==================== block 1
**Block 1: cell density map**

16 x 16 tiles, from white (low) to dark blue (high), 0 to 100% covered.
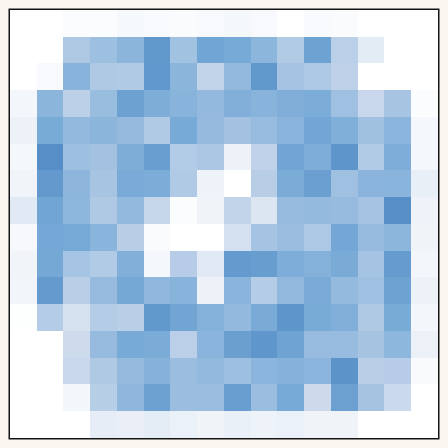

===== config.mk =====
export PLATFORM = sky130hd
export DESIGN_NAME = pipe_stage_skid_reg
export DESIGN_NICKNAME = d
export VERILOG_FILES = /design/src/rtl/pipe_pkg.sv /design/src/rtl/pipe_stage_skid_reg.sv
export SDC_FILE = /design/constraint.sdc
export NUM_CORES = 1
export LEC_CHECK = 0
export ABC_AREA = 1
export CAP_MARGIN = 25
export CELL_PAD_IN_SITES_DETAIL_PLACEMENT = 2
export CELL_PAD_IN_SITES_GLOBAL_PLACEMENT = 2
export CORE_MARGIN = 8
export CORE_UTILIZATION = 28
export DETAILED_ROUTE_END_ITERATION = 8
export GPL_ROUTABILITY_DRIVEN = 0
export PLACE_DENSITY = 0.91
export SYNTH_ARGS = -nofsm -noshare
export SYNTH_HDL_FRONTEND = slang
export SYNTH_SLANG_ARGS = --single-unit

===== constraint.sdc =====
create_clock -name clk_i -period 3 [get_ports clk_i]
set_clock_uncertainty 0.15 [all_clocks]
set_input_delay 0.6 -clock clk_i [delete_from_list [all_inputs] [get_ports clk_i]]
set_output_delay 0.6 -clock clk_i [all_outputs]
set_load 0.05 [all_outputs]

===== src/rtl/pipe_pkg.sv =====
// Shared definitions for valid/ready pipeline stage registers.
// The state encoding doubles as the occupancy count driven on level_o.
package pipe_pkg;

    typedef logic [1:0] level_t;

    localparam level_t ST_EMPTY = 2'd0;
    localparam level_t ST_ONE   = 2'd1;
    localparam level_t ST_FULL  = 2'd2;

    localparam logic [31:0] NOP_INSTR = 32'h0000_0000;

endpackage


===== src/rtl/pipe_stage_skid_reg.sv =====
// Pipeline stage register with a 2-entry skid buffer; full throughput with a registered in_ready_o.
// Flush or reset empties the stage and loads RESET_DATA into both entries.
module pipe_stage_skid_reg
    import pipe_pkg::*;
#(
    parameter int unsigned          DATA_W     = 64,
    parameter logic [DATA_W-1:0]    RESET_DATA = '0
) (
    input  logic              clk_i,
    input  logic              rst_i,
    input  logic              flush_i,
    input  logic              in_valid_i,
    output logic              in_ready_o,
    input  logic [DATA_W-1:0] in_data_i,
    output logic              out_valid_o,
    input  logic              out_ready_i,
    output logic [DATA_W-1:0] out_data_o,
    output logic [1:0]        level_o
);

    level_t            state_q, state_d;
    logic              in_ready_q, in_ready_d;
    logic [DATA_W-1:0] main_q, main_d;
    logic [DATA_W-1:0] skid_q, skid_d;
    logic              accept;
    logic              pop;

    assign accept      = in_valid_i & in_ready_q;
    assign pop         = out_valid_o & out_ready_i;
    assign out_valid_o = (state_q != ST_EMPTY);
    assign in_ready_o  = in_ready_q;
    assign out_data_o  = main_q;
    assign level_o     = state_q;

    always_comb begin
        state_d = state_q;
        main_d  = main_q;
        skid_d  = skid_q;
        if (flush_i) begin
            // Flush wins over any same-cycle accept; the incoming beat is dropped.
            state_d = ST_EMPTY;
            main_d  = RESET_DATA;
            skid_d  = RESET_DATA;
        end else begin
            case (state_q)
                ST_EMPTY: begin
                    if (accept) begin
                        state_d = ST_ONE;
                        main_d  = in_data_i;
                    end
                end
                ST_ONE: begin
                    if (accept && pop) begin
                        main_d = in_data_i;
                    end else if (accept) begin
                        state_d = ST_FULL;
                        skid_d  = in_data_i;
                    end else if (pop) begin
                        state_d = ST_EMPTY;
                    end
                end
                ST_FULL: begin
                    if (pop) begin
                        state_d = ST_ONE;
                        main_d  = skid_q;
                    end
                end
                default: begin
                    state_d = ST_EMPTY;
                end
            endcase
        end
    end

    assign in_ready_d = (state_d != ST_FULL);

    always_ff @(posedge clk_i) begin
        if (rst_i) begin
            state_q    <= ST_EMPTY;
            in_ready_q <= 1'b1;
            main_q     <= RESET_DATA;
            skid_q     <= RESET_DATA;
        end else begin
            state_q    <= state_d;
            in_ready_q <= in_ready_d;
            main_q     <= main_d;
            skid_q     <= skid_d;
        end
    end

endmodule


==================== block 2
### config.mk
export PLATFORM = sky130hd
export DESIGN_NAME = vedicmult_pipe_flat
export DESIGN_NICKNAME = d
export VERILOG_FILES = /design/src/rtl/vedicmult_pipe_if.sv /design/src/rtl/vedicmult_pipe.sv /design/src/flat_wrapper.sv
export SDC_FILE = /design/constraint.sdc
export NUM_CORES = 1
export LEC_CHECK = 0
export CAP_MARGIN = 10
export CORE_MARGIN = 3
export CORE_UTILIZATION = 65
export DETAILED_ROUTE_END_ITERATION = 10
export PLACE_DENSITY = 0.87
export RECOVER_POWER = 50
export SYNTH_ARGS = -nofsm -noshare
export SYNTH_HDL_FRONTEND = slang
export SYNTH_SLANG_ARGS = --single-unit
### constraint.sdc
create_clock -name clk -period 10.8 [get_ports clk]
set_clock_uncertainty 0.1 [all_clocks]
set_input_delay 2.7 -clock clk [delete_from_list [all_inputs] [get_ports clk]]
set_output_delay 2.7 -clock clk [all_outputs]
set_load 0.02 [all_outputs]
### src/rtl/vedicmult_pipe_if.sv
// ----------------------------------------------------------------------------
// vedicmult_pipe_if
// Handshake and data bundle for the pipelined Vedic multiplier.
//   Parameters : WIDTH     operand width in bits (4, 8, 16 or 32)
//   Signals    : in_valid  operand transaction present        (master -> slave)
//                in_ready  multiplier accepts this cycle      (slave  -> master)
//                a, b      multiplicand / multiplier          (master -> slave)
//                is_signed 1 = two's complement operands      (master -> slave)
//                out_valid product present on out_p          (slave  -> master)
//                out_ready downstream accepts the product     (master -> slave)
//                out_p     2*WIDTH-bit product                (slave  -> master)
//   Modports   : master (stimulus / consumer side), slave (multiplier side)
// ----------------------------------------------------------------------------
interface vedicmult_pipe_if #(
   parameter int WIDTH = 8
);
   localparam int RESULT_W = 2 * WIDTH;

   logic                in_valid;
   logic                in_ready;
   logic [WIDTH-1:0]    a;
   logic [WIDTH-1:0]    b;
   logic                is_signed;
   logic                out_valid;
   logic                out_ready;
   logic [RESULT_W-1:0] out_p;

   modport master (
      output in_valid, a, b, is_signed, out_ready,
      input  in_ready, out_valid, out_p
   );

   modport slave (
      input  in_valid, a, b, is_signed, out_ready,
      output in_ready, out_valid, out_p
   );
endinterface

### src/rtl/vedicmult_pipe.sv
// ----------------------------------------------------------------------------
// vedicmult_pipe
// Three-stage pipelined signed/unsigned multiplier built from Vedic
// (Urdhva-Tiryagbhyam) cells.
//   S1 : operand capture, magnitude conversion, product sign flag
//   S2 : four registered half-width Vedic partial products
//   S3 : carry-lookahead combine, conditional negate, registered product
// A transaction accepted on one edge has its product on out_p (out_valid = 1)
// in the third cycle after the accept cycle. The whole pipe freezes while the
// output is held (out_valid && !out_ready); bubbles advance like data.
//   Parameters : WIDTH     operand width (4, 8, 16 or 32)
//                RESULT_W  product width, fixed at 2*WIDTH
//   Ports      : clk       rising-edge clock
//                rst       asynchronous active-high reset
//                bus       vedicmult_pipe_if slave (handshake, operands, product)
// ----------------------------------------------------------------------------
module vedicmult_pipe #(
   parameter  int WIDTH    = 8,
   localparam int RESULT_W = 2 * WIDTH
) (
   input logic             clk,
   input logic             rst,
   vedicmult_pipe_if.slave bus
);

   localparam int HALF   = WIDTH / 2;
   // Number of 2-bit digits in a half-width operand and the recursion depth
   // needed to grow 2x2 cells up to a HALF x HALF product.
   localparam int DIGITS = (HALF / 2 < 1) ? 1 : HALF / 2;
   localparam int LEVELS = $clog2(DIGITS);

   if (!(WIDTH == 4 || WIDTH == 8 || WIDTH == 16 || WIDTH == 32)) begin : g_bad_width
      $error("vedicmult_pipe: WIDTH must be 4, 8, 16 or 32");
   end

   // -------------------------------------------------------------------------
   // Arithmetic helpers
   // -------------------------------------------------------------------------

   // 2x2 Vedic cell: vertical and crosswise bit products.
   function automatic logic [3:0] vedic2x2(input logic [1:0] x, input logic [1:0] y);
      logic p00, p01, p10, p11, c1;
      p00 = x[0] & y[0];
      p10 = x[1] & y[0];
      p01 = x[0] & y[1];
      p11 = x[1] & y[1];
      c1  = p10 & p01;
      return {p11 & c1, p11 ^ c1, p10 ^ p01, p00};
   endfunction

   // HALF x HALF Vedic multiply. The recursive construction is unrolled level
   // by level: each level merges 2x2 blocks of sub-products (low, two cross
   // terms, high) into one product of twice the operand width.
   function automatic logic [WIDTH-1:0] vedic_mul(input logic [HALF-1:0] x,
                                                  input logic [HALF-1:0] y);
      logic [WIDTH-1:0] cur [DIGITS][DIGITS];
      logic [WIDTH-1:0] nxt [DIGITS][DIGITS];
      for (int i = 0; i < DIGITS; i++) begin
         for (int j = 0; j < DIGITS; j++) begin
            cur[i][j] = WIDTH'(vedic2x2(x[2*i +: 2], y[2*j +: 2]));
         end
      end
      for (int lvl = 1; lvl <= LEVELS; lvl++) begin
         nxt = cur;
         // Sub-products at this level have operands (1 << lvl) bits wide.
         for (int i = 0; i < (DIGITS >> lvl); i++) begin
            for (int j = 0; j < (DIGITS >> lvl); j++) begin
               nxt[i][j] = cur[2*i][2*j]
                         + ((cur[2*i+1][2*j] + cur[2*i][2*j+1]) << (1 << lvl))
                         + (cur[2*i+1][2*j+1] << (2 << lvl));
            end
         end
         cur = nxt;
      end
      return cur[0][0];
   endfunction

   // Parallel-prefix (Kogge-Stone) carry-lookahead adder. The inner loop runs
   // downwards so each g/p update reads the previous level's values.
   function automatic logic [RESULT_W-1:0] cla_add(input logic [RESULT_W-1:0] x,
                                                   input logic [RESULT_W-1:0] y);
      logic [RESULT_W-1:0] g, p;
      g = x & y;
      p = x ^ y;
      for (int d = 1; d < RESULT_W; d = d * 2) begin
         for (int i = RESULT_W - 1; i >= d; i--) begin
            g[i] = g[i] | (p[i] & g[i-d]);
            p[i] = p[i] & p[i-d];
         end
      end
      // Carry into bit i is the group generate of bits [i-1:0].
      return x ^ y ^ (g << 1);
   endfunction

   // -------------------------------------------------------------------------
   // Flow control
   // -------------------------------------------------------------------------
   logic w_stall;
   logic w_adv;

   logic                r_out_valid;
   logic [RESULT_W-1:0] r_out_p;

   assign w_stall      = r_out_valid && !bus.out_ready;
   assign w_adv        = !w_stall;
   assign bus.in_ready = !w_stall;
   assign bus.out_valid = r_out_valid;
   assign bus.out_p     = r_out_p;

   // -------------------------------------------------------------------------
   // S1 next-state: magnitudes and product sign
   // -------------------------------------------------------------------------
   logic             w_a_neg;
   logic             w_b_neg;
   logic [WIDTH-1:0] w_mag_a;
   logic [WIDTH-1:0] w_mag_b;
   logic             w_neg;

   assign w_a_neg = bus.is_signed && bus.a[WIDTH-1];
   assign w_b_neg = bus.is_signed && bus.b[WIDTH-1];
   // -2^(WIDTH-1) maps onto itself, which reads correctly as the unsigned
   // magnitude 2^(WIDTH-1).
   assign w_mag_a = w_a_neg ? (~bus.a + WIDTH'(1)) : bus.a;
   assign w_mag_b = w_b_neg ? (~bus.b + WIDTH'(1)) : bus.b;
   assign w_neg   = bus.is_signed && (bus.a[WIDTH-1] ^ bus.b[WIDTH-1]);

   logic             r_s1_vld;
   logic [WIDTH-1:0] r_s1_a;
   logic [WIDTH-1:0] r_s1_b;
   logic             r_s1_neg;

   // -------------------------------------------------------------------------
   // S2 next-state: half-width partial products
   // -------------------------------------------------------------------------
   logic [WIDTH-1:0] w_pp_ll;
   logic [WIDTH-1:0] w_pp_hl;
   logic [WIDTH-1:0] w_pp_lh;
   logic [WIDTH-1:0] w_pp_hh;

   assign w_pp_ll = vedic_mul(r_s1_a[HALF-1:0],     r_s1_b[HALF-1:0]);
   assign w_pp_hl = vedic_mul(r_s1_a[WIDTH-1:HALF], r_s1_b[HALF-1:0]);
   assign w_pp_lh = vedic_mul(r_s1_a[HALF-1:0],     r_s1_b[WIDTH-1:HALF]);
   assign w_pp_hh = vedic_mul(r_s1_a[WIDTH-1:HALF], r_s1_b[WIDTH-1:HALF]);

   logic             r_s2_vld;
   logic             r_s2_neg;
   logic [WIDTH-1:0] r_pp_ll;
   logic [WIDTH-1:0] r_pp_hl;
   logic [WIDTH-1:0] r_pp_lh;
   logic [WIDTH-1:0] r_pp_hh;

   // -------------------------------------------------------------------------
   // S3 next-state: combine and sign
   // -------------------------------------------------------------------------
   logic [RESULT_W-1:0] w_mid;
   logic [RESULT_W-1:0] w_sum;
   logic [RESULT_W-1:0] w_negv;
   logic [RESULT_W-1:0] w_prod;

   // The low and high partials do not overlap, so they concatenate for free;
   // only the two cross terms at offset HALF need real additions.
   assign w_mid  = cla_add({{HALF{1'b0}}, r_pp_hl, {HALF{1'b0}}},
                           {{HALF{1'b0}}, r_pp_lh, {HALF{1'b0}}});
   assign w_sum  = cla_add({r_pp_hh, r_pp_ll}, w_mid);
   assign w_negv = cla_add(~w_sum, RESULT_W'(1));
   assign w_prod = r_s2_neg ? w_negv : w_sum;

   // -------------------------------------------------------------------------
   // Pipeline registers: every stage moves together or holds together.
   // -------------------------------------------------------------------------
   always_ff @(posedge clk or posedge rst) begin
      if (rst) begin
         r_s1_vld    <= 1'b0;
         r_s1_a      <= '0;
         r_s1_b      <= '0;
         r_s1_neg    <= 1'b0;
         r_s2_vld    <= 1'b0;
         r_s2_neg    <= 1'b0;
         r_pp_ll     <= '0;
         r_pp_hl     <= '0;
         r_pp_lh     <= '0;
         r_pp_hh     <= '0;
         r_out_valid <= 1'b0;
         r_out_p     <= '0;
      end else if (w_adv) begin
         r_s1_vld    <= bus.in_valid;
         r_s1_a      <= w_mag_a;
         r_s1_b      <= w_mag_b;
         r_s1_neg    <= w_neg;
         r_s2_vld    <= r_s1_vld;
         r_s2_neg    <= r_s1_neg;
         r_pp_ll     <= w_pp_ll;
         r_pp_hl     <= w_pp_hl;
         r_pp_lh     <= w_pp_lh;
         r_pp_hh     <= w_pp_hh;
         r_out_valid <= r_s2_vld;
         r_out_p     <= w_prod;
      end
   end

endmodule

### src/flat_wrapper.sv
// flat-port wrapper written by rule: the top's interface ports become plain ports
module vedicmult_pipe_flat 
#(
   parameter  int WIDTH    = 8,
   localparam int RESULT_W = 2 * WIDTH
)
  (clk, rst, bus_in_valid, bus_a, bus_b, bus_is_signed, bus_out_ready, bus_in_ready, bus_out_valid, bus_out_p);
  vedicmult_pipe_if #(.WIDTH(WIDTH)) bus_i ();
  input logic clk;
  input logic rst;
  input wire logic [$bits(bus_i.in_valid)-1:0] bus_in_valid;
  input wire logic [$bits(bus_i.a)-1:0] bus_a;
  input wire logic [$bits(bus_i.b)-1:0] bus_b;
  input wire logic [$bits(bus_i.is_signed)-1:0] bus_is_signed;
  input wire logic [$bits(bus_i.out_ready)-1:0] bus_out_ready;
  output wire logic [$bits(bus_i.in_ready)-1:0] bus_in_ready;
  output wire logic [$bits(bus_i.out_valid)-1:0] bus_out_valid;
  output wire logic [$bits(bus_i.out_p)-1:0] bus_out_p;
  assign bus_i.in_valid = bus_in_valid;
  assign bus_i.a = bus_a;
  assign bus_i.b = bus_b;
  assign bus_i.is_signed = bus_is_signed;
  assign bus_i.out_ready = bus_out_ready;
  assign bus_in_ready = bus_i.in_ready;
  assign bus_out_valid = bus_i.out_valid;
  assign bus_out_p = bus_i.out_p;
  vedicmult_pipe #(.WIDTH(WIDTH)) u_core (.clk(clk), .rst(rst), .bus(bus_i));
endmodule
==================== block 3
## src/rtl/mips_mc_ctrl.sv

```systemverilog
// Multi-cycle FETCH/DECODE/EXEC/MEM/WB sequencing controller for the MIPS core.
// Optional performance counters are compiled in when MIPS_CTRL_PERF_EN is defined.
module mips_mc_ctrl #(
  parameter int unsigned MEM_TIMEOUT = 16,
  parameter int unsigned CNT_W       = 32
) (
  input  logic       clk,
  input  logic       rst,
  input  logic [2:0] op_class,
  input  logic       br_taken,
  input  logic       icache_ready,
  input  logic       dcache_ready,
  output logic       icache_rd_en,
  output logic       ir_load,
  output logic       rf_rd_en,
  output logic       alu_en,
  output logic       dcache_rd_en,
  output logic       dcache_wr_en,
  output logic       rf_wr_en,
  output logic       wb_sel,
  output logic       pc_en,
  output logic [1:0] pc_sel,
  output logic       illegal_instr,
  output logic       mem_err,
  output logic [2:0] state_o
`ifdef MIPS_CTRL_PERF_EN
  ,
  output logic [CNT_W-1:0] retired_cnt,
  output logic [CNT_W-1:0] cycle_cnt,
  output logic [CNT_W-1:0] stall_cnt
`endif
);

  localparam int unsigned TO_W = 8;

  localparam logic [2:0] OP_ALU_R   = 3'd0;
  localparam logic [2:0] OP_ALU_I   = 3'd1;
  localparam logic [2:0] OP_LW      = 3'd2;
  localparam logic [2:0] OP_SW      = 3'd3;
  localparam logic [2:0] OP_BR      = 3'd4;
  localparam logic [2:0] OP_J       = 3'd5;
  localparam logic [2:0] OP_JR      = 3'd6;
  localparam logic [2:0] OP_ILLEGAL = 3'd7;

  localparam logic [1:0] PC_SEQ = 2'd0;
  localparam logic [1:0] PC_BR  = 2'd1;
  localparam logic [1:0] PC_J   = 2'd2;
  localparam logic [1:0] PC_JR  = 2'd3;

  localparam logic [TO_W-1:0] TO_LAST = TO_W'(MEM_TIMEOUT - 1);

  if (MEM_TIMEOUT < 1 || MEM_TIMEOUT > 255 || CNT_W < 1) begin : g_bad_param
    $error("mips_mc_ctrl: MEM_TIMEOUT must be 1..255 and CNT_W >= 1");
  end

  typedef enum logic [2:0] {
    S_FETCH  = 3'd0,
    S_DECODE = 3'd1,
    S_EXEC   = 3'd2,
    S_MEM    = 3'd3,
    S_WB     = 3'd4
  } state_t;

  state_t            state_q, state_d;
  logic [2:0]        op_q, op_d;
  logic [TO_W-1:0]   to_cnt_q, to_cnt_d;

  always_ff @(posedge clk or posedge rst) begin
    if (rst) begin
      state_q  <= S_FETCH;
      op_q     <= OP_ALU_R;
      to_cnt_q <= '0;
    end else begin
      state_q  <= state_d;
      op_q     <= op_d;
      to_cnt_q <= to_cnt_d;
    end
  end

  // Next state and all enables; reset forces the FETCH request only.
  always_comb begin
    state_d       = state_q;
    op_d          = op_q;
    to_cnt_d      = to_cnt_q;
    icache_rd_en  = 1'b0;
    ir_load       = 1'b0;
    rf_rd_en      = 1'b0;
    alu_en        = 1'b0;
    dcache_rd_en  = 1'b0;
    dcache_wr_en  = 1'b0;
    rf_wr_en      = 1'b0;
    wb_sel        = 1'b0;
    pc_en         = 1'b0;
    pc_sel        = PC_SEQ;
    illegal_instr = 1'b0;
    mem_err       = 1'b0;

    if (rst) begin
      icache_rd_en = 1'b1;
    end else begin
      unique case (state_q)
        S_FETCH: begin
          icache_rd_en = 1'b1;
          if (icache_ready) begin
            ir_load = 1'b1;
            state_d = S_DECODE;
          end
        end
        S_DECODE: begin
          rf_rd_en = 1'b1;
          op_d     = op_class;
          if (op_class == OP_ILLEGAL) begin
            illegal_instr = 1'b1;
            pc_en         = 1'b1;
            state_d       = S_FETCH;
          end else begin
            state_d = S_EXEC;
          end
        end
        S_EXEC: begin
          alu_en = 1'b1;
          unique case (op_q)
            OP_ALU_R, OP_ALU_I: state_d = S_WB;
            OP_LW, OP_SW: begin
              to_cnt_d = '0;
              state_d  = S_MEM;
            end
            OP_BR: begin
              pc_en   = 1'b1;
              pc_sel  = br_taken ? PC_BR : PC_SEQ;
              state_d = S_FETCH;
            end
            OP_J: begin
              pc_en   = 1'b1;
              pc_sel  = PC_J;
              state_d = S_FETCH;
            end
            default: begin
              pc_en   = 1'b1;
              pc_sel  = PC_JR;
              state_d = S_FETCH;
            end
          endcase
        end
        S_MEM: begin
          dcache_rd_en = (op_q == OP_LW);
          dcache_wr_en = (op_q != OP_LW);
          // Completion wins over a timeout landing on the same cycle.
          if (dcache_ready) begin
            if (op_q == OP_LW) begin
              state_d = S_WB;
            end else begin
              pc_en   = 1'b1;
              state_d = S_FETCH;
            end
          end else if (to_cnt_q == TO_LAST) begin
            mem_err = 1'b1;
            pc_en   = 1'b1;
            state_d = S_FETCH;
          end else begin
            to_cnt_d = to_cnt_q + TO_W'(1);
          end
        end
        S_WB: begin
          rf_wr_en = 1'b1;
          wb_sel   = (op_q == OP_LW);
          pc_en    = 1'b1;
          state_d  = S_FETCH;
        end
        default: state_d = S_FETCH;
      endcase
    end
  end

  assign state_o = state_q;

`ifdef MIPS_CTRL_PERF_EN
  logic [CNT_W-1:0] retired_q, retired_d;
  logic [CNT_W-1:0] cycle_q, cycle_d;
  logic [CNT_W-1:0] stall_q, stall_d;
  logic             stall_c;

  always_comb begin
    stall_c   = ((state_q == S_FETCH) && !icache_ready) ||
                ((state_q == S_MEM) && !dcache_ready);
    retired_d = pc_en ? retired_q + CNT_W'(1) : retired_q;
    cycle_d   = cycle_q + CNT_W'(1);
    stall_d   = stall_c ? stall_q + CNT_W'(1) : stall_q;
  end

  always_ff @(posedge clk or posedge rst) begin
    if (rst) begin
      retired_q <= '0;
      cycle_q   <= '0;
      stall_q   <= '0;
    end else begin
      retired_q <= retired_d;
      cycle_q   <= cycle_d;
      stall_q   <= stall_d;
    end
  end

  assign retired_cnt = retired_q;
  assign cycle_cnt   = cycle_q;
  assign stall_cnt   = stall_q;
`endif

endmodule
```

## config.mk

```make
export PLATFORM = sky130hd
export DESIGN_NAME = mips_mc_ctrl
export DESIGN_NICKNAME = d
export VERILOG_FILES = /design/src/rtl/mips_mc_ctrl.sv
export SDC_FILE = /design/constraint.sdc
export NUM_CORES = 1
export LEC_CHECK = 0
export CORE_MARGIN = 8
export CORE_UTILIZATION = 52
export DETAILED_ROUTE_END_ITERATION = 7
export GPL_TIMING_DRIVEN = 0
export PLACE_DENSITY = 0.83
export SYNTH_ARGS = -nofsm -noshare
export SYNTH_HDL_FRONTEND = slang
export SYNTH_SLANG_ARGS = --single-unit
export TNS_END_PERCENT = 5
```

## constraint.sdc

```tcl
create_clock -name clk -period 4.7 [get_ports clk]
set_input_delay 0.47 -clock clk [delete_from_list [all_inputs] [get_ports clk]]
set_output_delay 0.47 -clock clk [all_outputs]
set_load 0.02 [all_outputs]
```

==================== block 4
<file path="src/rtl/rgb_stream_checker_fifo.sv">
// Synchronous FIFO holding {expected pixel, push timestamp}. When empty and
// pushed/popped in the same cycle, the input is forwarded and nothing is stored.
module rgb_chk_fifo #(
    parameter int DEPTH = 16,
    parameter int WIDTH = 56
) (
    input  logic             clk,
    input  logic             rst,
    input  logic             i_push,
    input  logic             i_pop,
    input  logic [WIDTH-1:0] i_din,
    output logic [WIDTH-1:0] o_dout,
    output logic             o_full,
    output logic             o_empty
);

    localparam int PTR_W = $clog2(DEPTH);

    logic [WIDTH-1:0] r_mem [DEPTH];
    logic [PTR_W-1:0] r_wrPtr;
    logic [PTR_W-1:0] r_rdPtr;
    logic [PTR_W:0]   r_count;
    logic             w_bypass;
    logic             w_wr;
    logic             w_rd;

    assign o_full   = (r_count == (PTR_W+1)'(DEPTH));
    assign o_empty  = (r_count == '0);
    assign w_bypass = i_push & i_pop & o_empty;
    // A full FIFO still takes a write when a read frees a slot in the same cycle.
    assign w_wr     = i_push & ~w_bypass & (~o_full | i_pop);
    assign w_rd     = i_pop & ~o_empty;
    assign o_dout   = w_bypass ? i_din : r_mem[r_rdPtr];

    always_ff @(posedge clk) begin
        if (w_wr) begin
            r_mem[r_wrPtr] <= i_din;
        end
    end

    always_ff @(posedge clk) begin
        if (rst) begin
            r_wrPtr <= '0;
            r_rdPtr <= '0;
            r_count <= '0;
        end else begin
            if (w_wr) begin
                r_wrPtr <= r_wrPtr + 1'b1;
            end
            if (w_rd) begin
                r_rdPtr <= r_rdPtr + 1'b1;
            end
            if (w_wr && !w_rd) begin
                r_count <= r_count + 1'b1;
            end else if (!w_wr && w_rd) begin
                r_count <= r_count - 1'b1;
            end
        end
    end

endmodule

</file>
<file path="config.mk">
export PLATFORM = sky130hd
export DESIGN_NAME = rgb_chk_fifo
export DESIGN_NICKNAME = d
export VERILOG_FILES = /design/src/rtl/rgb_stream_checker_fifo.sv
export SDC_FILE = /design/constraint.sdc
export NUM_CORES = 1
export LEC_CHECK = 0
export ABC_AREA = 1
export CORE_UTILIZATION = 25
export DETAILED_ROUTE_END_ITERATION = 16
export GPL_ROUTABILITY_DRIVEN = 0
export GPL_TIMING_DRIVEN = 0
export PLACE_DENSITY_LB_ADDON = 0.12
export RECOVER_POWER = 25
export SETUP_SLACK_MARGIN = 0.15
export SYNTH_ARGS = -nofsm -noshare
export SYNTH_HDL_FRONTEND = slang
export SYNTH_SLANG_ARGS = --single-unit
</file>
<file path="constraint.sdc">
create_clock -name clk -period 9.8 [get_ports clk]
set_input_delay 1.96 -clock clk [delete_from_list [all_inputs] [get_ports clk]]
set_output_delay 1.96 -clock clk [all_outputs]
set_load 0.03 [all_outputs]
</file>

==> screenshots <==
Placed standard cells.
shot_01.png
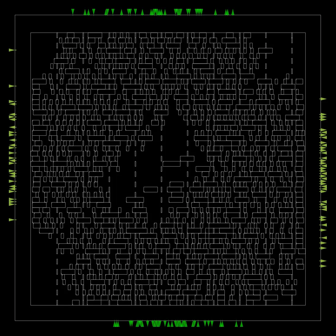
shot_02.png
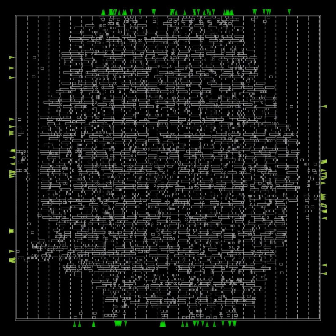
shot_03.png
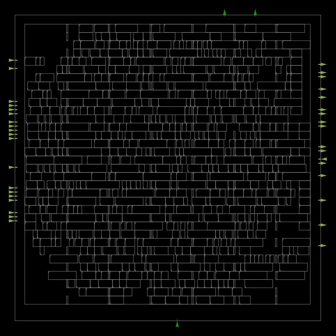
shot_04.png
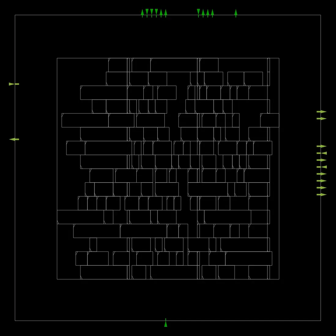
block 4 -> shot_02.png
block 2 -> shot_03.png
block 1 -> shot_01.png
block 3 -> shot_04.png

**Block 4: I/O pins on the die edge**

Bar = 100 um. Pins as bars across the die edge, other pins in grey.
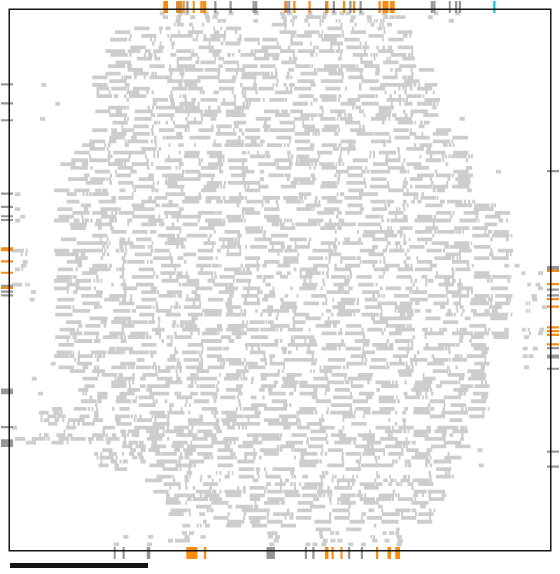
cyan -> clk  # pins 1, direction input, edge top
orange -> o_dout  # pins 56, direction output, edge 24 top, 19 bottom, 8 right, 5 left
all pins by edge = 43 top, 33 bottom, 23 left, 19 right

==> results.cfg, block 4 <==
; implementation run metrics
[timing]
setup_viol = 0
setup_tns_ns = 0
fin_skew_ns = 0.0232
rsz0062_at_grt = no
period_needed_ns = 6.94

[cells_and_area]
inverters = 26
syn2layout_area_growth_pct = 21.7
sh_comb_area = 0.198
logic_gates = 2118
drive_gt1_frac = 0.117
dominant_cells = flip-flops and latches
reg_top3 = r_mem x896, r_count x5
flop_area_sq_mm = 0.0272
fillCellCount = 15354
fin_cells = 5684
utilization = 0.306
antennaDiodeCount = 4

[logic_synthesis]
synth.most_common_cell = nand2_1
topCellsByArea = edfxtp_1 (71%), nand2_1 (14%), nand3_1 (9.0%)
ys_chip_area_sq_mm = 0.0376
adder_share = 0.00352
mux_share = 0
edf_count = 896
top_area_cell = edfxtp_1
synth_area_sq_mm = 0.0376
async_flop_share = 0
yosys_cells = 3257

[critical_path]
required_ns = 7.84
crit_path_end = o_dout[38]
crit_fanout = 10
cpPeakStageDelay_ns = 0.74
crit_arrival_ns = 4.98

[global_route]
grt_pass1_wl_um = 184000
grt_use_met1 = 0.233
grt.busiest_layer = met2
track_usage = 0.169
first_global_vias = 24316
grt.overflow.total = 0

[clocking]
numCtsBuffers = 105
hold_buffers = 0
clk_latency_ns = 0.72
cts-resized-gates = 0
tritoncts = yes
htreeDepth = 3
cts_buffer_depth = 3

[route]
met1Wirelength_um = 59900
routed-wl-met3_um = 4950
first_iter_violations = 1846
drt_wl_total_um = 129000

[pwr]
maxPowerGroup = registers
p_switching_mw = 3.88
p_clk_mw = 3.69

[die]
die-area_sq_mm = 0.152
dieWidth_um = 390
taps = 2016

[placed_design]
placed_area_sq_mm = 0.0427
numPortBuffers = 117

[run_status]
outcome = complete, no violations
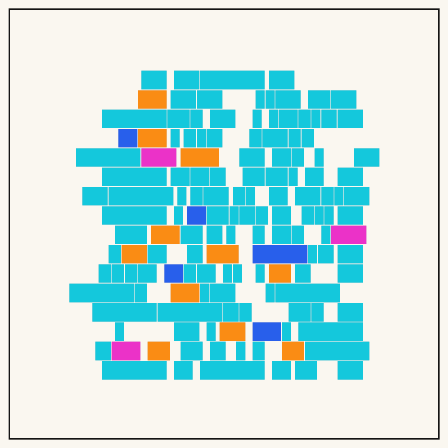
**Above:** block 3 (cells by drive strength).
magenta -> _6 and larger  # cells 3
cyan -> _0 and _1 cells  # cells 123
blue -> _3 and _4 cells  # cells 5
orange -> _2 cells  # cells 11

==> results.cfg, block 3 <==
; implementation run metrics
[pwr]
p_switching_mw = 0.280
p_clk_frac = 0.133
ir_drop_v = 0.000311
finalPower_mw = 0.655

[timing]
period_needed_ns = 3.19
whs_ns = 0.541
setup_viol = 0
final_hold_viol_count = 0
drv_slew = 0

[clocking]
cts_buffer_depth = 2
cts-resized-gates = 0

[logic_synthesis]
simple_gate_share = 0.323
yosys_cells = 115
top_area_frac = 0.345
syn_inst = 115
synth_area_sq_mm = 0.00101
top_area_cell = dfrtp_1
ys_sh_xor = 0
yosysSeqAreaShare = 0.345
synthAoiAreaFrac = 0.213

[die]
die_h_um = 60.2
die-area_sq_mm = 0.00362
boundaryPins = 24
initial_core_util = 0.534

[critical_path]
crit_arrival_ns = 2.72
rr_worst_depth = 6
crit_path_end = mem_err
cpPeakStageDelay_ns = 0.67

[cells_and_area]
logic_gates = 89
nonClkBufAreaFrac = 0.208
comb_area_sq_um = 602
flops = 14
syn2layout_area_growth_pct = 29.6
utilization = 0.691
clk_share = 0.0276

[route]
detail_route.wl_per_cell_um = 15.2
routed-via-count = 996
vias_per_cell = 5.89
wl_met2_um = 1210
met1Wirelength_um = 1150

[placed_design]
dp_cells = 165
placed_area_sq_mm = 0.00128
post-place-ws_ns = 1.48

[global_route]
first_global_vias = 882
globalRouteMet2Util = 0.226

[hold_path]
hold_path.class = reg2reg

[run_status]
outcome = complete, no violations
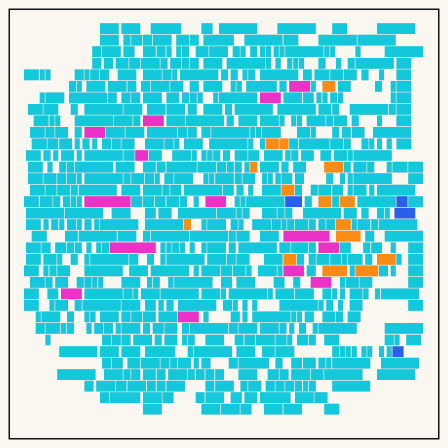
**Above:** block 2 (cells by drive strength).
magenta -> _6 and larger  # cells 14
orange -> _2 cells  # cells 15
blue -> _3 and _4 cells  # cells 4
cyan -> _0 and _1 cells  # cells 659

==> results.cfg, block 2 <==
; implementation run metrics
[pwr]
p_int_mw = 1.12
finalPower_mw = 2.11
pg_comb_mw = 1.37
seq-power_mw = 0.471
swShare = 0.469
p_clk_frac = 0.127

[run_status]
outcome = finished, violations left
violations = max-capacitance violations, max-slew violations

[cells_and_area]
clk_share = 0.0377
nonClkBufAreaFrac = 0.0610
utilization = 0.751
logic_gates = 543

[route]
vias_per_cell = 5.96
drc = 0

[critical_path]
crit_fanout = 91
crit_arrival_ns = 4.79
crit_path_end = bus_in_ready
worstSetupPathType = in2out

[hold_path]
hp-start = u_core.r_s2_vld$_DFFE_PP0N_
hold_end = u_core.r_s2_vld$_DFFE_PP0N_

[die]
boundaryPins = 39

[timing]
period_needed_ns = 7.59
drv_slew = 70

[global_route]
grt_pass1_wl_um = 21900
gr-usage-met3 = 0.0498
track_usage = 0.267

[run]
drv_cap = 1

[logic_synthesis]
flop_cell = dfrtp_1
synth_area_sq_mm = 0.00586
synth_cell_types = 56
synth.most_common_cell = nand2_1
yosys_cells = 653

[clocking]
clk_latency_ns = 0.36
numCtsBuffers = 9
numClockSinks = 69
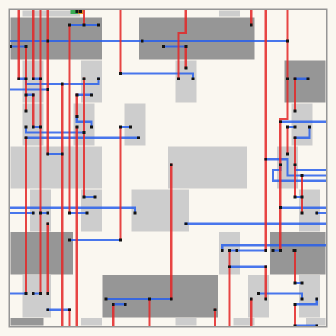
**Above:** block 1 (layout detail).
Window x 111 to 131, y 111 to 131 um. Cells in grey, sequential cells in the stronger grey; small squares are vias.
blue -> metal 1
green -> metal 3
orange -> metal 4
red -> metal 2
netlist names of flops here include = out_data_o (2), skid_q (2)
most frequent = nor2_1 (6), nand2_1 (6), dfxtp_1 (4)
sequential cells in the window = 4
cells with their middle in the window = 22

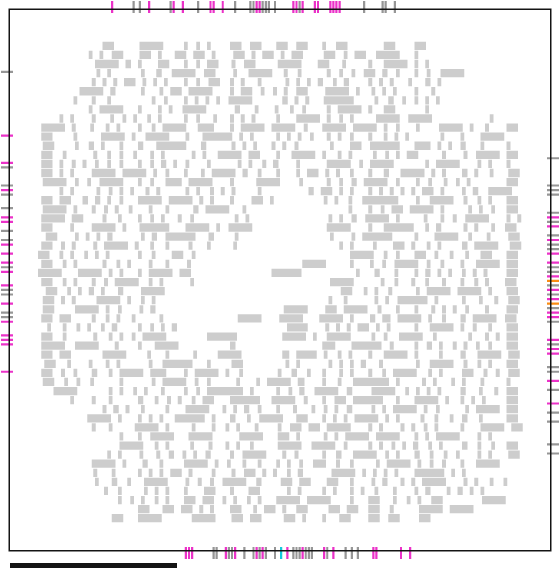
**Above:** block 1 (I/O pins on the die edge).
Bar = 50 um. Pins as bars across the die edge, other pins in grey.
orange -> level_o  # pins 2, direction output, edge right
magenta -> in_data_i  # pins 64, direction input, edge 18 top, 16 left, 15 right, 15 bottom
cyan -> out_ready_i  # pins 1, direction input, edge bottom

Notes on 'cell density map' of block 1 above:
nearly empty tiles = 14%
mean over tiles = 30%
fullest tile = 61%

==> results.cfg, block 1 <==
; implementation run metrics
[timing]
worst_slew_margin_rel = 0.607
whs_ns = 0.363
period_needed_ns = 2.70
layout_setup_ws_ns = 0.297
max_freq_ghz = 0.370
final_hold_viol_count = 0
rsz0062_at_grt = no
worst_pin_slew_ns = 0.590

[logic_synthesis]
top_area_cell = dfxtp_1
synth_nets = 1046
ys_chip_area_sq_mm = 0.00594
flop_cell = dfxtp_1
synthAoiAreaFrac = 0.0556
common_cells = nand2_1 (329), nor2_1 (258), dfxtp_1 (131), inv_1 (131), o21ai_0 (64)
edf_count = 0
async_flop_share = 0
synth-seq-cells = 131
adder_share = 0
logic_family = simple AND/OR/NAND/NOR gates

[cells_and_area]
layout_top_cell = nand2_1
lay_top_cells = nand2_1 (328), nor2_1 (257), clkdlybuf4s50_1 (136)
nets = 1154
clk_share = 0.0723
drive_gt1_frac = 0.0374
logic_gates = 657
flops = 131
design_area_sq_mm = 0.00818
nClkBuffers = 24
dominant_cells = flip-flops and latches

[run]
log.warning_count = 28
drv_cap = 0

[clocking]
post_cts_buffers = 0
hold_buffers = 0
numCtsBuffers = 17
tritoncts = yes
clkTransAtPathRegs_ns = 0.06
root_buffer = clkbuf_16
htreeDepth = 4

[die]
boundaryPins = 137
taps = 275
die-area_sq_mm = 0.0261
num_rows = 53

[pwr]
power_frac_comb = 0.136
ir_drop_v = 0.000335
p_clk_frac = 0.468
p_clk_mw = 2.14
power_density_mw_per_mm2 = 560

[critical_path]
rr_worst_depth = 7
crit_chain = inv_2, nand2_1, clkdlybuf4s50_1
crit_path_start_kind = flop
cp_top_family = buffers and inverters
required_ns = 2.25
endpoint_kind = output pin

[placed_design]
numPortBuffers = 136
dp_cells = 1341
dpl.hpwl_um = 13500

[route]
highest_layer = met5
drc = 0
routed-via-count = 6083
met1Wirelength_um = 8800
dr.pass1.iters = 4

[hold_path]
hold-path-cell-count = 4
hold_path.class = reg2reg

[global_route]
first_global_vias = 6628
grt_max_degree = 129
globalRouteMet2Util = 0.279
track_usage = 0.156
antenna_found_initial = 1

[run_status]
outcome = complete, no violations

==================== block 5
**Block 5: cell density map**

10 x 10 tiles, from white (low) to dark blue (high), 0 to 100% covered.
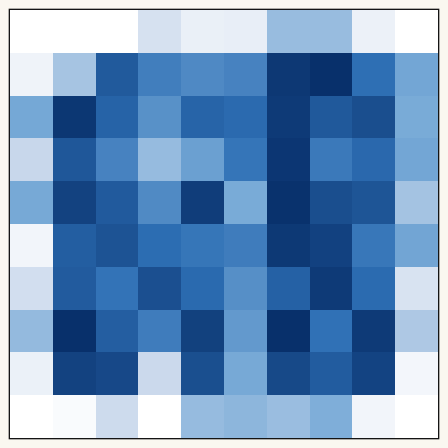
**Block 5: layout detail**

Window x 29 to 49, y 29 to 49 um. Cells in grey, sequential cells in the stronger grey; small squares are vias.
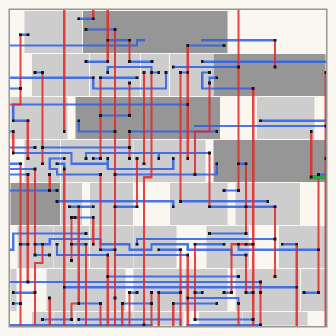
`src/rtl/minimips_bus_pkg.sv`:
```
// Shared types for the miniMIPS bus arbiter: the bus phase encoding and the index-width helper.
package minimips_bus_pkg;

  typedef enum logic [2:0] {
    ST_INIT  = 3'd0,
    ST_ADDR  = 3'd1,
    ST_DATA  = 3'd2,
    ST_START = 3'd3,
    ST_NOOP  = 3'd4
  } state_t;

  // A single master still needs a 1-bit index so that the ports stay legal.
  function automatic int idx_w(input int n);
    return (n > 1) ? $clog2(n) : 1;
  endfunction

endpackage

```
`src/rtl/minimips_rr_picker.sv`:
```
// Round-robin pick: rotate req so the bit after rr_ptr sits at 0, take the lowest set bit, rotate back.
module minimips_rr_picker
  import minimips_bus_pkg::*;
#(
  parameter int NUM_MASTERS = 4,
  localparam int IDX_W = idx_w(NUM_MASTERS)
) (
  input  logic [NUM_MASTERS-1:0] req,
  input  logic [IDX_W-1:0]       rr_ptr,
  output logic [IDX_W-1:0]       pick,
  output logic                   valid
);

  logic [IDX_W:0]         sh;
  logic [IDX_W:0]         enc;
  logic [IDX_W:0]         sum;
  logic [NUM_MASTERS-1:0] rot;

  always_comb begin
    // sh lies in 1..NUM_MASTERS; a shift of NUM_MASTERS on {req,req} is the identity rotation.
    sh  = (IDX_W+1)'(rr_ptr) + (IDX_W+1)'(1);
    rot = NUM_MASTERS'({req, req} >> sh);
    enc = '0;
    for (int i = NUM_MASTERS - 1; i >= 0; i--) begin
      if (rot[i]) enc = (IDX_W+1)'(i);
    end
    sum = enc + sh;
    if (sum >= (IDX_W+1)'(NUM_MASTERS)) sum = sum - (IDX_W+1)'(NUM_MASTERS);
    pick  = IDX_W'(sum);
    valid = |req;
  end

endmodule

```
`src/rtl/minimips_bus_arbiter.sv`:
```
// N-master round-robin arbiter and ADDR/DATA phase sequencer for the miniMIPS system bus,
// with a wait-cycle timeout that forces stalled transfers back to arbitration.
module minimips_bus_arbiter
  import minimips_bus_pkg::*;
#(
  parameter int NUM_MASTERS    = 4,
  parameter int TIMEOUT_CYCLES = 16,
  localparam int IDX_W = idx_w(NUM_MASTERS)
) (
  input  logic                   UFRGS_miniMIPS_clock,
  input  logic                   UFRGS_miniMIPS_reset,
  input  logic [NUM_MASTERS-1:0] UFRGS_miniMIPS_req,
  output logic [NUM_MASTERS-1:0] UFRGS_miniMIPS_gnt,
  output logic [IDX_W-1:0]       UFRGS_miniMIPS_gnt_idx,
  output logic                   UFRGS_miniMIPS_start,
  input  logic                   UFRGS_miniMIPS_bip,
  input  logic                   UFRGS_miniMIPS_wait,
  input  logic                   UFRGS_miniMIPS_error,
  output logic                   UFRGS_miniMIPS_rw_park,
  output logic                   UFRGS_miniMIPS_timeout,
  output logic                   UFRGS_miniMIPS_busy
);

  localparam int TCNT_W = (TIMEOUT_CYCLES > 0) ? $clog2(TIMEOUT_CYCLES + 1) : 1;
  localparam logic [TCNT_W-1:0] TMO_AT = TCNT_W'(TIMEOUT_CYCLES - 1);

  state_t                 state, state_n;
  logic [IDX_W-1:0]       rr_ptr, rr_ptr_n, pick;
  logic [TCNT_W-1:0]      tcnt, tcnt_n;
  logic [NUM_MASTERS-1:0] gnt_n;
  logic [IDX_W-1:0]       gnt_idx_n;
  logic                   start_n, rw_park_n, timeout_n, pick_valid, tmo, data_exit;

  minimips_rr_picker #(.NUM_MASTERS(NUM_MASTERS)) u_picker (
    .req    (UFRGS_miniMIPS_req),
    .rr_ptr (rr_ptr),
    .pick   (pick),
    .valid  (pick_valid)
  );

  assign tmo = (TIMEOUT_CYCLES != 0) && (tcnt == TMO_AT) && UFRGS_miniMIPS_wait;
  assign data_exit = UFRGS_miniMIPS_error || (!UFRGS_miniMIPS_bip && !UFRGS_miniMIPS_wait) || tmo;
  assign UFRGS_miniMIPS_busy = (state == ST_ADDR) || (state == ST_DATA);

  always_comb begin
    state_n   = state;
    start_n   = 1'b0;
    rw_park_n = 1'b0;
    timeout_n = 1'b0;
    gnt_n     = UFRGS_miniMIPS_gnt;
    gnt_idx_n = UFRGS_miniMIPS_gnt_idx;
    rr_ptr_n  = rr_ptr;
    tcnt_n    = tcnt;

    // Arbitration happens on the edge that closes the start strobe.
    if (UFRGS_miniMIPS_start) begin
      if (pick_valid) begin
        gnt_n     = NUM_MASTERS'(1) << pick;
        gnt_idx_n = pick;
        rr_ptr_n  = pick;
      end else begin
        gnt_n = '0;
      end
    end

    case (state)
      ST_INIT: begin
        state_n = ST_START;
        start_n = 1'b1;
      end
      ST_START: begin
        if (gnt_n != '0) begin
          state_n = ST_ADDR;
        end else begin
          state_n   = ST_NOOP;
          rw_park_n = 1'b1;
        end
      end
      ST_NOOP: begin
        state_n = ST_START;
        start_n = 1'b1;
      end
      ST_ADDR: begin
        state_n = ST_DATA;
        tcnt_n  = '0;
      end
      ST_DATA: begin
        if (UFRGS_miniMIPS_wait && (tcnt != '1)) tcnt_n = tcnt + TCNT_W'(1);
        if (data_exit) begin
          state_n   = ST_START;
          start_n   = 1'b1;
          gnt_n     = '0;
          timeout_n = tmo;
        end
      end
      default: state_n = ST_INIT;
    endcase
  end

  always_ff @(posedge UFRGS_miniMIPS_clock or posedge UFRGS_miniMIPS_reset) begin
    if (UFRGS_miniMIPS_reset) begin
      state                  <= ST_INIT;
      UFRGS_miniMIPS_start   <= 1'b0;
      UFRGS_miniMIPS_gnt     <= '0;
      UFRGS_miniMIPS_gnt_idx <= '0;
      UFRGS_miniMIPS_rw_park <= 1'b0;
      UFRGS_miniMIPS_timeout <= 1'b0;
      rr_ptr                 <= IDX_W'(NUM_MASTERS - 1);
      tcnt                   <= '0;
    end else begin
      state                  <= state_n;
      UFRGS_miniMIPS_start   <= start_n;
      UFRGS_miniMIPS_gnt     <= gnt_n;
      UFRGS_miniMIPS_gnt_idx <= gnt_idx_n;
      UFRGS_miniMIPS_rw_park <= rw_park_n;
      UFRGS_miniMIPS_timeout <= timeout_n;
      rr_ptr                 <= rr_ptr_n;
      tcnt                   <= tcnt_n;
    end
  end

endmodule
```
`config.mk`:
```
export PLATFORM = sky130hd
export DESIGN_NAME = minimips_bus_arbiter
export DESIGN_NICKNAME = d
export VERILOG_FILES = /design/src/rtl/minimips_bus_pkg.sv /design/src/rtl/minimips_rr_picker.sv /design/src/rtl/minimips_bus_arbiter.sv
export SDC_FILE = /design/constraint.sdc
export NUM_CORES = 1
export LEC_CHECK = 0
export ABC_CLOCK_PERIOD_IN_PS = 2000
export CAP_MARGIN = 20
export CORE_UTILIZATION = 44
export CTS_BUF_LIST = sky130_fd_sc_hd__clkbuf_8
export CTS_CLUSTER_DIAMETER = 150
export DETAILED_ROUTE_END_ITERATION = 7
export PLACE_DENSITY_LB_ADDON = 0.12
export SYNTH_ARGS = -nofsm -noshare
export SYNTH_HDL_FRONTEND = slang
export SYNTH_HIERARCHICAL = 1
export SYNTH_SLANG_ARGS = --single-unit
```
`constraint.sdc`:
```
create_clock -name UFRGS_miniMIPS_clock -period 2 [get_ports UFRGS_miniMIPS_clock]
set_input_delay 0.5 -clock UFRGS_miniMIPS_clock [delete_from_list [all_inputs] [get_ports UFRGS_miniMIPS_clock]]
set_output_delay 0.5 -clock UFRGS_miniMIPS_clock [all_outputs]
set_load 0.01 [all_outputs]
```
==> results.cfg <==
; implementation run metrics
[logic_synthesis]
edf_count = 0

[route]
antenna_left = 0
highest_layer = met4

[cells_and_area]
seq_area_frac = 0.294
logic_gates = 82
lay_top_cells = buf_4 (23), dfrtp_1 (17), clkdlybuf4s50_1 (14)
sh_comb_area = 0.400

[timing]
layout_setup_ws_ns = -0.137
setup_viol = 6
whs_ns = 0.500
fin_skew_ns = 0.0124

[pwr]
p_switching_mw = 0.975
seq-power_mw = 0.663
power_frac_comb = 0.623
maxPowerGroup = combinational cells

[critical_path]
r2r_slack_ns = -0.12
endpoint_kind = flop
cp_top_family = simple AND/OR/NAND/NOR gates

[placed_design]
placed_area_sq_mm = 0.00146

[run_status]
violations = negative setup slack
outcome = finished, violations left

[clocking]
root_buffer = clkbuf_8

[die]
die-area_sq_mm = 0.00271
Notes on 'cell density map' of block 5 above:
tiles over 75% full = 41%
emptiest ninth of the die = top left
fullest tile = 100%
nearly empty tiles = 7.0%
mean over tiles = 59%

Notes on 'layout detail' of block 5 above:
blue -> metal 1
red -> metal 2
green -> metal 3
sequential cells in the window = 4
most frequent = clkdlybuf4s50_1 (6), dfrtp_1 (4)
netlist names of flops here include = UFRGS_miniMIPS_gnt (2), UFRGS_miniMIPS_gnt_idx (2)
cells with their middle in the window = 28



==> notes/layouts.md <==
Pictures saved along the way, in no particular order.

Layout detail.
Plate I
Window x 283 to 303, y 283 to 303 um. Cells in grey, sequential cells in the stronger grey; small squares are vias.
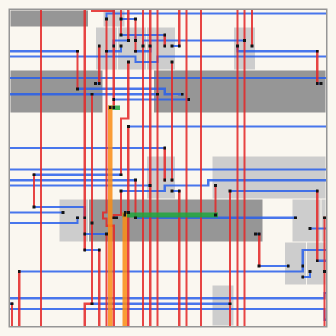
Plate II
Window x 35 to 55, y 35 to 55 um. Cells in grey, sequential cells in the stronger grey; small squares are vias.
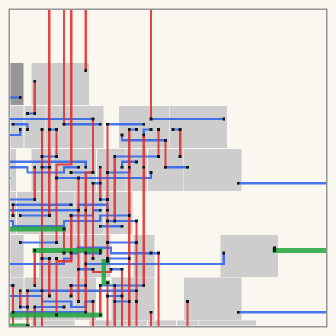
Plate III
Window x 66 to 86, y 66 to 86 um. Cells in grey, sequential cells in the stronger grey; small squares are vias.
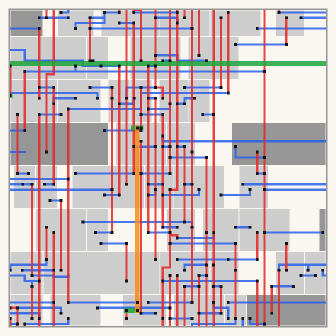
Plate III -> block 2
Plate II -> block 3
Plate I -> block 4

Key to Plate I:
blue -> metal 1
red -> metal 2
green -> metal 3
orange -> metal 4
netlist names of flops here include = r_mem (3)
cells with their middle in the window = 14
most frequent = nand3_1 (5), nand2_1 (3), edfxtp_1 (3)
sequential cells in the window = 3

